=== block 1 ===
## config.mk

```make
export PLATFORM = sky130hd
export DESIGN_NAME = beat_timer
export DESIGN_NICKNAME = d
export VERILOG_FILES = /design/src/rtl/beat_timer.sv
export SDC_FILE = /design/constraint.sdc
export NUM_CORES = 1
export LEC_CHECK = 0
export CAP_MARGIN = 30
export CORE_AREA = 3 3 40 42
export DETAILED_ROUTE_END_ITERATION = 8
export DIE_AREA = 0 0 43 45
export PLACE_DENSITY_LB_ADDON = 0.2
export REMOVE_ABC_BUFFERS = 1
export SYNTH_ARGS = -nofsm -noshare
export SYNTH_HDL_FRONTEND = slang
export SYNTH_SLANG_ARGS = --single-unit
```

## constraint.sdc

```tcl
create_clock -name CLK -period 1.2 [get_ports CLK]
set_input_delay 0.24 -clock CLK [delete_from_list [all_inputs] [get_ports CLK]]
set_output_delay 0.24 -clock CLK [all_outputs]
set_load 0.005 [all_outputs]
```

## src/rtl/beat_timer.sv

```systemverilog
// beat_timer: beat/phase generator for a three-beat instruction cycle.
//
// Each beat is three clocks of one-hot phase T (T1,T2,T3). At the end of T3
// the next beat W is chosen from the controller inputs SHORT/LONG/STOP. A
// synchronized rising edge on the QD pushbutton starts a halted block.
//
// Ports:
//   CLK      in   system clock, rising edge
//   CLR      in   asynchronous active-high reset
//   QD       in   start pushbutton (asynchronous level)
//   SHORT    in   instruction ends after W1
//   LONG     in   instruction extends to W3
//   STOP     in   halt after the current beat
//   STEP     in   (only with STEP_MODE_EN) halt at every instruction end
//   T[2:0]   out  one-hot phase, bit0=T1 .. bit2=T3; 000 when halted
//   W[2:0]   out  one-hot beat,  bit0=W1 .. bit2=W3
//   RUN      out  phases advancing
//   CYC_END  out  high during the last T3 of an instruction cycle
//
// Optional feature macro: STEP_MODE_EN adds the STEP input.
module beat_timer (
    input  logic       CLK,
    input  logic       CLR,
    input  logic       QD,
    input  logic       SHORT,
    input  logic       LONG,
    input  logic       STOP,
`ifdef STEP_MODE_EN
    input  logic       STEP,
`endif
    output logic [2:0] T,
    output logic [2:0] W,
    output logic       RUN,
    output logic       CYC_END
);

    typedef enum logic [2:0] {
        W1 = 3'b001,
        W2 = 3'b010,
        W3 = 3'b100
    } beat_e;

    localparam logic [2:0] PH_T1 = 3'b001;
    localparam logic [2:0] PH_T2 = 3'b010;
    localparam logic [2:0] PH_T3 = 3'b100;

    logic       sync1_q, sync1_d;
    logic       sync2_q, sync2_d;
    logic       edge_q,  edge_d;
    logic [2:0] arm_q,   arm_d;
    logic       run_q,   run_d;
    logic [2:0] t_q,     t_d;
    beat_e      w_q,     w_d;

    logic       qd_rise;
    logic       at_t3;
    logic       cyc_end;
    logic       halt;
    beat_e      w_nxt;

    always_comb begin
        // The synchronizer is cleared by CLR, so for the first clocks after
        // reset its output does not yet reflect the pin. Edge detection is
        // held off until the pipe has refilled, otherwise a QD level that was
        // already high would look like a fresh press.
        qd_rise = sync2_q & ~edge_q & arm_q[2];
        at_t3   = run_q & t_q[2];

        unique case (w_q)
            W1:      w_nxt = SHORT ? W1 : W2;
            W2:      w_nxt = LONG  ? W3 : W1;
            default: w_nxt = W1;
        endcase

        cyc_end = at_t3 && (w_nxt == W1);
`ifdef STEP_MODE_EN
        halt    = STOP | (STEP & cyc_end);
`else
        halt    = STOP;
`endif

        sync1_d = QD;
        sync2_d = sync1_q;
        edge_d  = sync2_q;
        arm_d   = {arm_q[1:0], 1'b1};
        run_d   = run_q;
        t_d     = t_q;
        w_d     = w_q;

        if (run_q) begin
            if (at_t3) begin
                // W changes on the same edge that drops T3.
                w_d = w_nxt;
                if (halt) begin
                    run_d = 1'b0;
                    t_d   = 3'b000;
                end else begin
                    t_d   = PH_T1;
                end
            end else begin
                t_d = t_q[0] ? PH_T2 : PH_T3;
            end
        end else if (qd_rise) begin
            // Edges seen while running are simply consumed by edge_q.
            run_d = 1'b1;
            t_d   = PH_T1;
        end
    end

    always_ff @(posedge CLK or posedge CLR) begin
        if (CLR) begin
            sync1_q <= 1'b0;
            sync2_q <= 1'b0;
            edge_q  <= 1'b0;
            arm_q   <= 3'b000;
            run_q   <= 1'b0;
            t_q     <= 3'b000;
            w_q     <= W1;
        end else begin
            sync1_q <= sync1_d;
            sync2_q <= sync2_d;
            edge_q  <= edge_d;
            arm_q   <= arm_d;
            run_q   <= run_d;
            t_q     <= t_d;
            w_q     <= w_d;
        end
    end

    assign T       = t_q;
    assign W       = w_q;
    assign RUN     = run_q;
    assign CYC_END = cyc_end;

endmodule
```

Fig. 1: block 1, placement by cell class
(8 px per um)
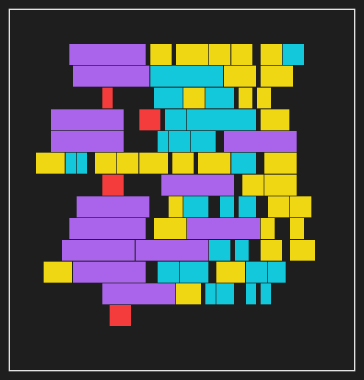
flops: in purple, cells 13, share of their area 40%. other buffers and delay cells: in yellow, cells 31, share of their area 32%. clock drivers and dummy loads: in red, cells 4, share of their area 3.2%. combinational and other logic: in cyan, cells 25, share of their area 25%.

Fig. 2: block 1, layout detail
Window x 0 to 25, y 20 to 45 um. Cells in gray, sequential cells in the stronger gray; small squares are vias.
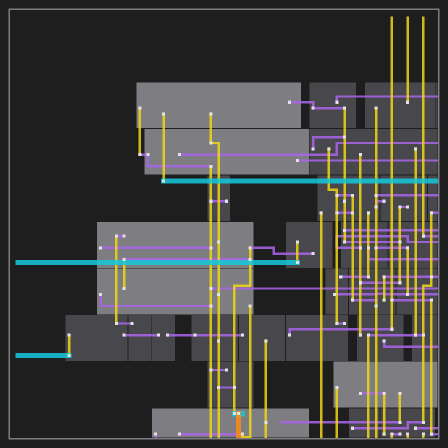
metal 4: in orange. metal 2: in yellow. metal 3: in cyan. metal 1: in purple.
Sequential cells in the window: 6. 27 logic cells have their middle in the window. Netlist names of flops here include arm_q (3), W (2). Most frequent: buf_4 (5), dfrtp_1 (4).

Fig. 3: block 1, drive-strength map
(8 px per um)
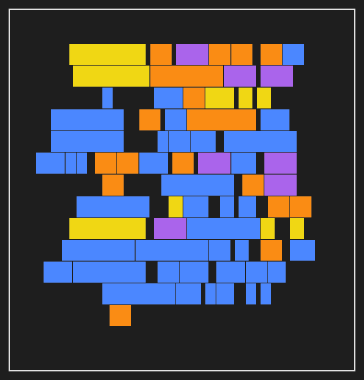
_6 and larger: in purple, cells 7, share 9.6%, most used buf_6. _0 and _1 cells: in blue, cells 40, share 55%, most used dfrtp_1. _2 cells: in yellow, cells 9, share 12%, most used buf_2. _3 and _4 cells: in orange, cells 17, share 23%, most used buf_4.
Signal buffers: 31
area grow syn2layout: 66.0%

==> metrics.yaml <==
cts_max_path_buffers: 2
ys_seq_frac: 0.648
status: "complete, but fails checks"
fin_ws_ps: -323
postRouteAntennaNets: 0
pwr-share-seq: 0.340
power_leader: "combinational cells"
synth_top_cell_by_area: "dfrtp_1"
seq_cells: 13
numCtsBuffers: 3
final_util: 0.651
fp.dieH_um: 45
setup_viol: 6
yosys_area_sq_um: 504
violations: "setup timing"
arrival_ps: 1280
## worst paths after layout
kind	start	endpoint	slack [ps]	cells past startpoint
min reg2reg	sync1_q	edge_d	350	0
min	CLR	W[1]	220	3
max in group asynchronous	CLR	W[0]	780	3
max reg2reg	W[0]	W[1]	-320	5
min in group CLK	sync1_q	edge_d	350	0
max	W[2]	CYC_END	-320	4
## flip-flops by register name, summed over array words and instances (netlist names)
| name | cells |
|---|---|
| sync1_q | 1 |
| T | 3 |
| RUN | 1 |
| edge_d | 1 |
| arm_q | 3 |
| edge_q | 1 |
| W | 3 |

=== block 2 ===
Fig. 4: block 2, layout detail
Window x 4 to 29, y 36 to 61 um. Cells in gray, sequential cells in the stronger gray; small squares are vias.
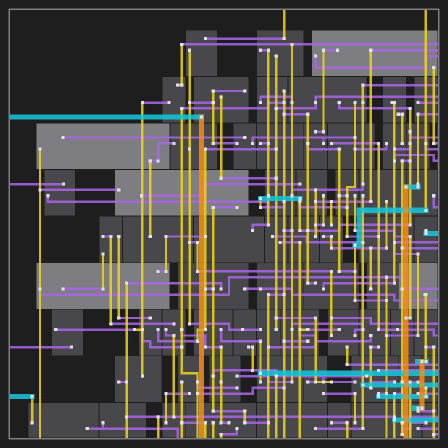
Fig. 5: block 2, congestion heat map
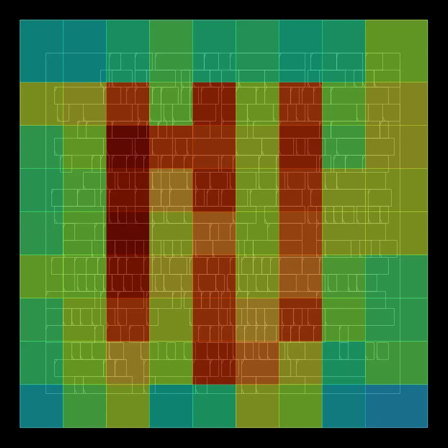
==> src/rtl/vga_timing_pkg.sv <==
// Shared constants, types and elaboration helpers for the VGA timing generator.
// Defaults describe 640x480@60 with a 25 MHz pixel rate derived from clock_50.
package vga_timing_pkg;

    localparam int DEF_H_ACTIVE = 640;
    localparam int DEF_H_FP     = 16;
    localparam int DEF_H_SYNC   = 96;
    localparam int DEF_H_BP     = 48;
    localparam int DEF_V_ACTIVE = 480;
    localparam int DEF_V_FP     = 10;
    localparam int DEF_V_SYNC   = 2;
    localparam int DEF_V_BP     = 33;
    localparam int DEF_CLK_DIV  = 2;
    localparam int DEF_PIPE_DLY = 2;
    localparam int DEF_CW       = 10;
    localparam int MAX_PIPE_DLY = 15;

    // Raw (active-high) timing bundle carried through the delay line.
    typedef struct packed {
        logic hs;
        logic vs;
        logic video;
    } sync_bus_t;

    localparam int SYNC_BUS_W = $bits(sync_bus_t);

    function automatic int calc_total(input int active, input int fp,
                                      input int sync, input int bp);
        return active + fp + sync + bp;
    endfunction

    // Number of bits needed to count 0..value-1 (0 for value<=1).
    function automatic int clog2_int(input int value);
        int r;
        r = 0;
        for (int b = 0; b < 31; b++) begin
            if ((32'sd1 <<< b) < value) begin
                r = b + 1;
            end
        end
        return r;
    endfunction

    function automatic bit in_window(input int pos, input int first, input int len);
        return (pos >= first) && (pos < first + len);
    endfunction

endpackage

==> src/rtl/vga_timing_gen_sync_delay_line.sv <==
// Pixel-tick-advanced shift register aligning sync/blank with downstream pipeline latency.
// DEPTH=0 degenerates to a wire so the raw decode reaches the pins directly.
module sync_delay_line #(
    parameter int               WIDTH     = 3,
    parameter int               DEPTH     = 2,
    parameter logic [WIDTH-1:0] RESET_VAL = '0
) (
    input  logic             clock_50,
    input  logic             reset_key,
    input  logic             shift_en,
    input  logic [WIDTH-1:0] d,
    output logic [WIDTH-1:0] q
);

    generate
        if (DEPTH == 0) begin : g_pass
            assign q = d;
        end else begin : g_shift
            logic [WIDTH-1:0] stage_r [DEPTH];

            // Shift register: advances one stage per pixel tick, holds otherwise.
            always_ff @(posedge clock_50) begin
                if (!reset_key) begin
                    for (int i = 0; i < DEPTH; i++) begin
                        stage_r[i] <= RESET_VAL;
                    end
                end else if (shift_en) begin
                    stage_r[0] <= d;
                    for (int i = 1; i < DEPTH; i++) begin
                        stage_r[i] <= stage_r[i-1];
                    end
                end else begin
                    for (int i = 0; i < DEPTH; i++) begin
                        stage_r[i] <= stage_r[i];
                    end
                end
            end

            assign q = stage_r[DEPTH-1];
        end
    endgenerate

endmodule

==> src/rtl/vga_timing_gen.sv <==
// Parametrised VGA timing generator: pixel-enable divider, h/v counters, sync decode,
// frame/line strobes and a programmable sync/blank delay line, all on clock_50.
module vga_timing_gen
    import vga_timing_pkg::*;
#(
    parameter int H_ACTIVE = DEF_H_ACTIVE,
    parameter int H_FP     = DEF_H_FP,
    parameter int H_SYNC   = DEF_H_SYNC,
    parameter int H_BP     = DEF_H_BP,
    parameter int V_ACTIVE = DEF_V_ACTIVE,
    parameter int V_FP     = DEF_V_FP,
    parameter int V_SYNC   = DEF_V_SYNC,
    parameter int V_BP     = DEF_V_BP,
    parameter bit HS_POL   = 1'b0,
    parameter bit VS_POL   = 1'b0,
    parameter int CLK_DIV  = DEF_CLK_DIV,
    parameter int PIPE_DLY = DEF_PIPE_DLY,
    parameter int CW       = DEF_CW
) (
    input  logic          clock_50,
    input  logic          reset_key,
    input  logic          enable,
    output logic          pixel_tick,
    output logic [CW-1:0] pixel_x,
    output logic [CW-1:0] pixel_y,
    output logic          video_on,
    output logic          video_on_d,
    output logic          vga_hs,
    output logic          vga_vs,
    output logic          line_start,
    output logic          frame_start
);

    localparam int H_TOTAL  = calc_total(H_ACTIVE, H_FP, H_SYNC, H_BP);
    localparam int V_TOTAL  = calc_total(V_ACTIVE, V_FP, V_SYNC, V_BP);
    localparam int DW       = (CLK_DIV > 1) ? clog2_int(CLK_DIV) : 1;

    localparam logic [DW-1:0] DIV_LAST = DW'(CLK_DIV - 1);
    localparam logic [CW-1:0] H_LAST   = CW'(H_TOTAL - 1);
    localparam logic [CW-1:0] V_LAST   = CW'(V_TOTAL - 1);
    localparam logic [CW-1:0] H_VIS    = CW'(H_ACTIVE);
    localparam logic [CW-1:0] V_VIS    = CW'(V_ACTIVE);
    localparam logic [CW-1:0] HS_FIRST = CW'(H_ACTIVE + H_FP);
    localparam logic [CW-1:0] HS_LAST  = CW'(H_ACTIVE + H_FP + H_SYNC - 1);
    localparam logic [CW-1:0] VS_FIRST = CW'(V_ACTIVE + V_FP);
    localparam logic [CW-1:0] VS_LAST  = CW'(V_ACTIVE + V_FP + V_SYNC - 1);

    generate
        if (CLK_DIV < 1) begin : g_bad_div
            $error("vga_timing_gen: CLK_DIV must be >= 1");
        end
        if ((clog2_int(H_TOTAL) > CW) || (clog2_int(V_TOTAL) > CW)) begin : g_bad_cw
            $error("vga_timing_gen: CW too small for H_TOTAL-1 / V_TOTAL-1");
        end
        if ((PIPE_DLY < 0) || (PIPE_DLY > MAX_PIPE_DLY)) begin : g_bad_dly
            $error("vga_timing_gen: PIPE_DLY must be within 0..15");
        end
    endgenerate

    logic [DW-1:0] div_r;
    logic [CW-1:0] h_cnt_r;
    logic [CW-1:0] v_cnt_r;
    logic          tick_s;
    logic          h_wrap_s;
    logic          v_wrap_s;
    logic          video_on_s;
    sync_bus_t     raw_s;
    sync_bus_t     dly_s;

    // Reset is folded into the tick so no strobe escapes while reset_key is low.
    assign tick_s   = enable & reset_key & (div_r == DIV_LAST);
    assign h_wrap_s = (h_cnt_r == H_LAST);
    assign v_wrap_s = (v_cnt_r == V_LAST);

    // Pixel-enable divider: counts enabled clocks modulo CLK_DIV.
    always_ff @(posedge clock_50) begin
        if (!reset_key) begin
            div_r <= '0;
        end else if (enable) begin
            div_r <= (div_r == DIV_LAST) ? '0 : div_r + DW'(1);
        end else begin
            div_r <= div_r;
        end
    end

    // Horizontal/vertical position counters; both may wrap on the same tick.
    always_ff @(posedge clock_50) begin
        if (!reset_key) begin
            h_cnt_r <= '0;
            v_cnt_r <= '0;
        end else if (tick_s) begin
            h_cnt_r <= h_wrap_s ? '0 : h_cnt_r + CW'(1);
            if (h_wrap_s) begin
                v_cnt_r <= v_wrap_s ? '0 : v_cnt_r + CW'(1);
            end else begin
                v_cnt_r <= v_cnt_r;
            end
        end else begin
            h_cnt_r <= h_cnt_r;
            v_cnt_r <= v_cnt_r;
        end
    end

    assign video_on_s = (h_cnt_r < H_VIS) && (v_cnt_r < V_VIS);

    // Raw sync/blank decode of the current position, kept active-high until the pins.
    always_comb begin
        raw_s       = '0;
        raw_s.hs    = (h_cnt_r >= HS_FIRST) && (h_cnt_r <= HS_LAST);
        raw_s.vs    = (v_cnt_r >= VS_FIRST) && (v_cnt_r <= VS_LAST);
        raw_s.video = video_on_s;
    end

    sync_delay_line #(
        .WIDTH     (SYNC_BUS_W),
        .DEPTH     (PIPE_DLY),
        .RESET_VAL ({SYNC_BUS_W{1'b0}})
    ) u_sync_delay_line (
        .clock_50  (clock_50),
        .reset_key (reset_key),
        .shift_en  (tick_s),
        .d         (raw_s),
        .q         (dly_s)
    );

    assign pixel_tick  = tick_s;
    assign pixel_x     = h_cnt_r;
    assign pixel_y     = v_cnt_r;
    assign video_on    = video_on_s;
    assign line_start  = tick_s & (h_cnt_r == '0);
    assign frame_start = tick_s & (h_cnt_r == '0) & (v_cnt_r == '0);
    assign video_on_d  = dly_s.video;
    assign vga_hs      = dly_s.hs ? HS_POL : ~HS_POL;
    assign vga_vs      = dly_s.vs ? VS_POL : ~VS_POL;

endmodule

==> config.mk <==
export PLATFORM = sky130hd
export DESIGN_NAME = vga_timing_gen
export DESIGN_NICKNAME = d
export VERILOG_FILES = /design/src/rtl/vga_timing_pkg.sv /design/src/rtl/vga_timing_gen_sync_delay_line.sv /design/src/rtl/vga_timing_gen.sv
export SDC_FILE = /design/constraint.sdc
export NUM_CORES = 1
export LEC_CHECK = 0
export ABC_AREA = 1
export CAP_MARGIN = 20
export CORE_MARGIN = 4
export CORE_UTILIZATION = 46
export CTS_CLUSTER_SIZE = 25
export DETAILED_ROUTE_END_ITERATION = 8
export PLACE_DENSITY_LB_ADDON = 0.08
export REMOVE_ABC_BUFFERS = 1
export SYNTH_ARGS = -nofsm -noshare
export SYNTH_HDL_FRONTEND = slang
export SYNTH_SLANG_ARGS = --single-unit
export TNS_END_PERCENT = 30
==> constraint.sdc <==
create_clock -name clock_50 -period 1.52 [get_ports clock_50]
set_input_delay 0.456 -clock clock_50 [delete_from_list [all_inputs] [get_ports clock_50]]
set_output_delay 0.456 -clock clock_50 [all_outputs]
set_load 0.01 [all_outputs]
==> metrics.yaml <==
seq-power_uw: 754
numCtsBuffers: 3
comb_power_share: 0.099
yosysMostFrequentCell: "nor2_1"
min_from: "enable"
synth_cell_types: 28
cell_internal_pwr_uw: 901
fin_ws_ps: -399
setup_viol: 5
power_leader: "registers"
diodes: 0
synth.area.top_cells: "dfxtp_1 (28%), edfxtp_1 (12%), nor2_1 (10%)"
core_area_sq_um: 3080
layout_top_cells: "buf_4 (41), nor2_1 (33), nand2_1 (30)"
routabilityCongestion: 0.853
dpl.cell_count: 314
violations: "setup timing"
antenna_found_initial: 0
status: "complete, but fails checks"
post-route-drc-count: 0
avgSynthCellArea_sq_um: 7.29
final_nets: 299
pwr-share-seq: 0.629
arrival_ps: 1460
rsz0062_at_grt: "yes"
Notes on Fig. 4 above:
metal 1: in purple. metal 3: in cyan. metal 2: in yellow. metal 4: in orange.
Most frequent: buf_4 (10), nor2_1 (8), nand2_1 (6). Sequential cells in the window: 4. 61 logic cells have their middle in the window. Netlist names of flops here include pixel_x (4).

Notes on Fig. 5 above:
GR Util All Layers: 0.218
Routed wire per std cell: 14.2 um

## timing repair
action,4_1_cts,5_1_grt
resized,123,52
setup endpoints to repair,41,37
endpoints found under the hold margin,0,0
setup buffers,11,8
pin swaps,6,12
## flip-flops by register name, indices dropped and copies added, names as in the netlist
name	count
pixel_y	10
div_r	1
u_sync_delay_line.g_shift.stage_r	6
pixel_x	10
## layout make-up
cell class | count | area (sq um)
Multi-Input combinational cell | 146 | 916
Fill cell | 233 | 681
Timing Repair Buffer | 82 | 646
Sequential cell | 27 | 629
Inverter | 32 | 124
Tap cell | 44 | 55.1
Clock buffer | 3 | 22.5
Clock inverter | 1 | 5.00


==> screenshots <==
Met1 routing.
Plate I
(12 px per um)
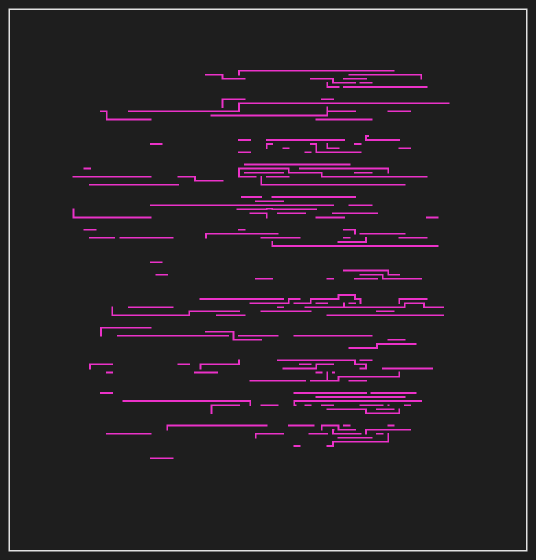
Plate II
(8 px per um)
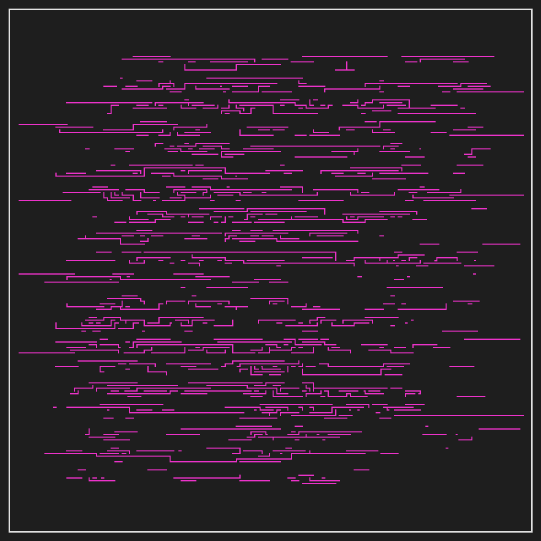
The one with the largest die is Plate II.
Block 1 is Plate I.
Block 2 is Plate II.

Key to Plate II:
The layer holds 42% of the routed length. 277 nets have wire on it. The layer carries 1,980 um of wire. The longest straight run is 23.9 um.

Power is estimated from default activity; no workload was simulated.
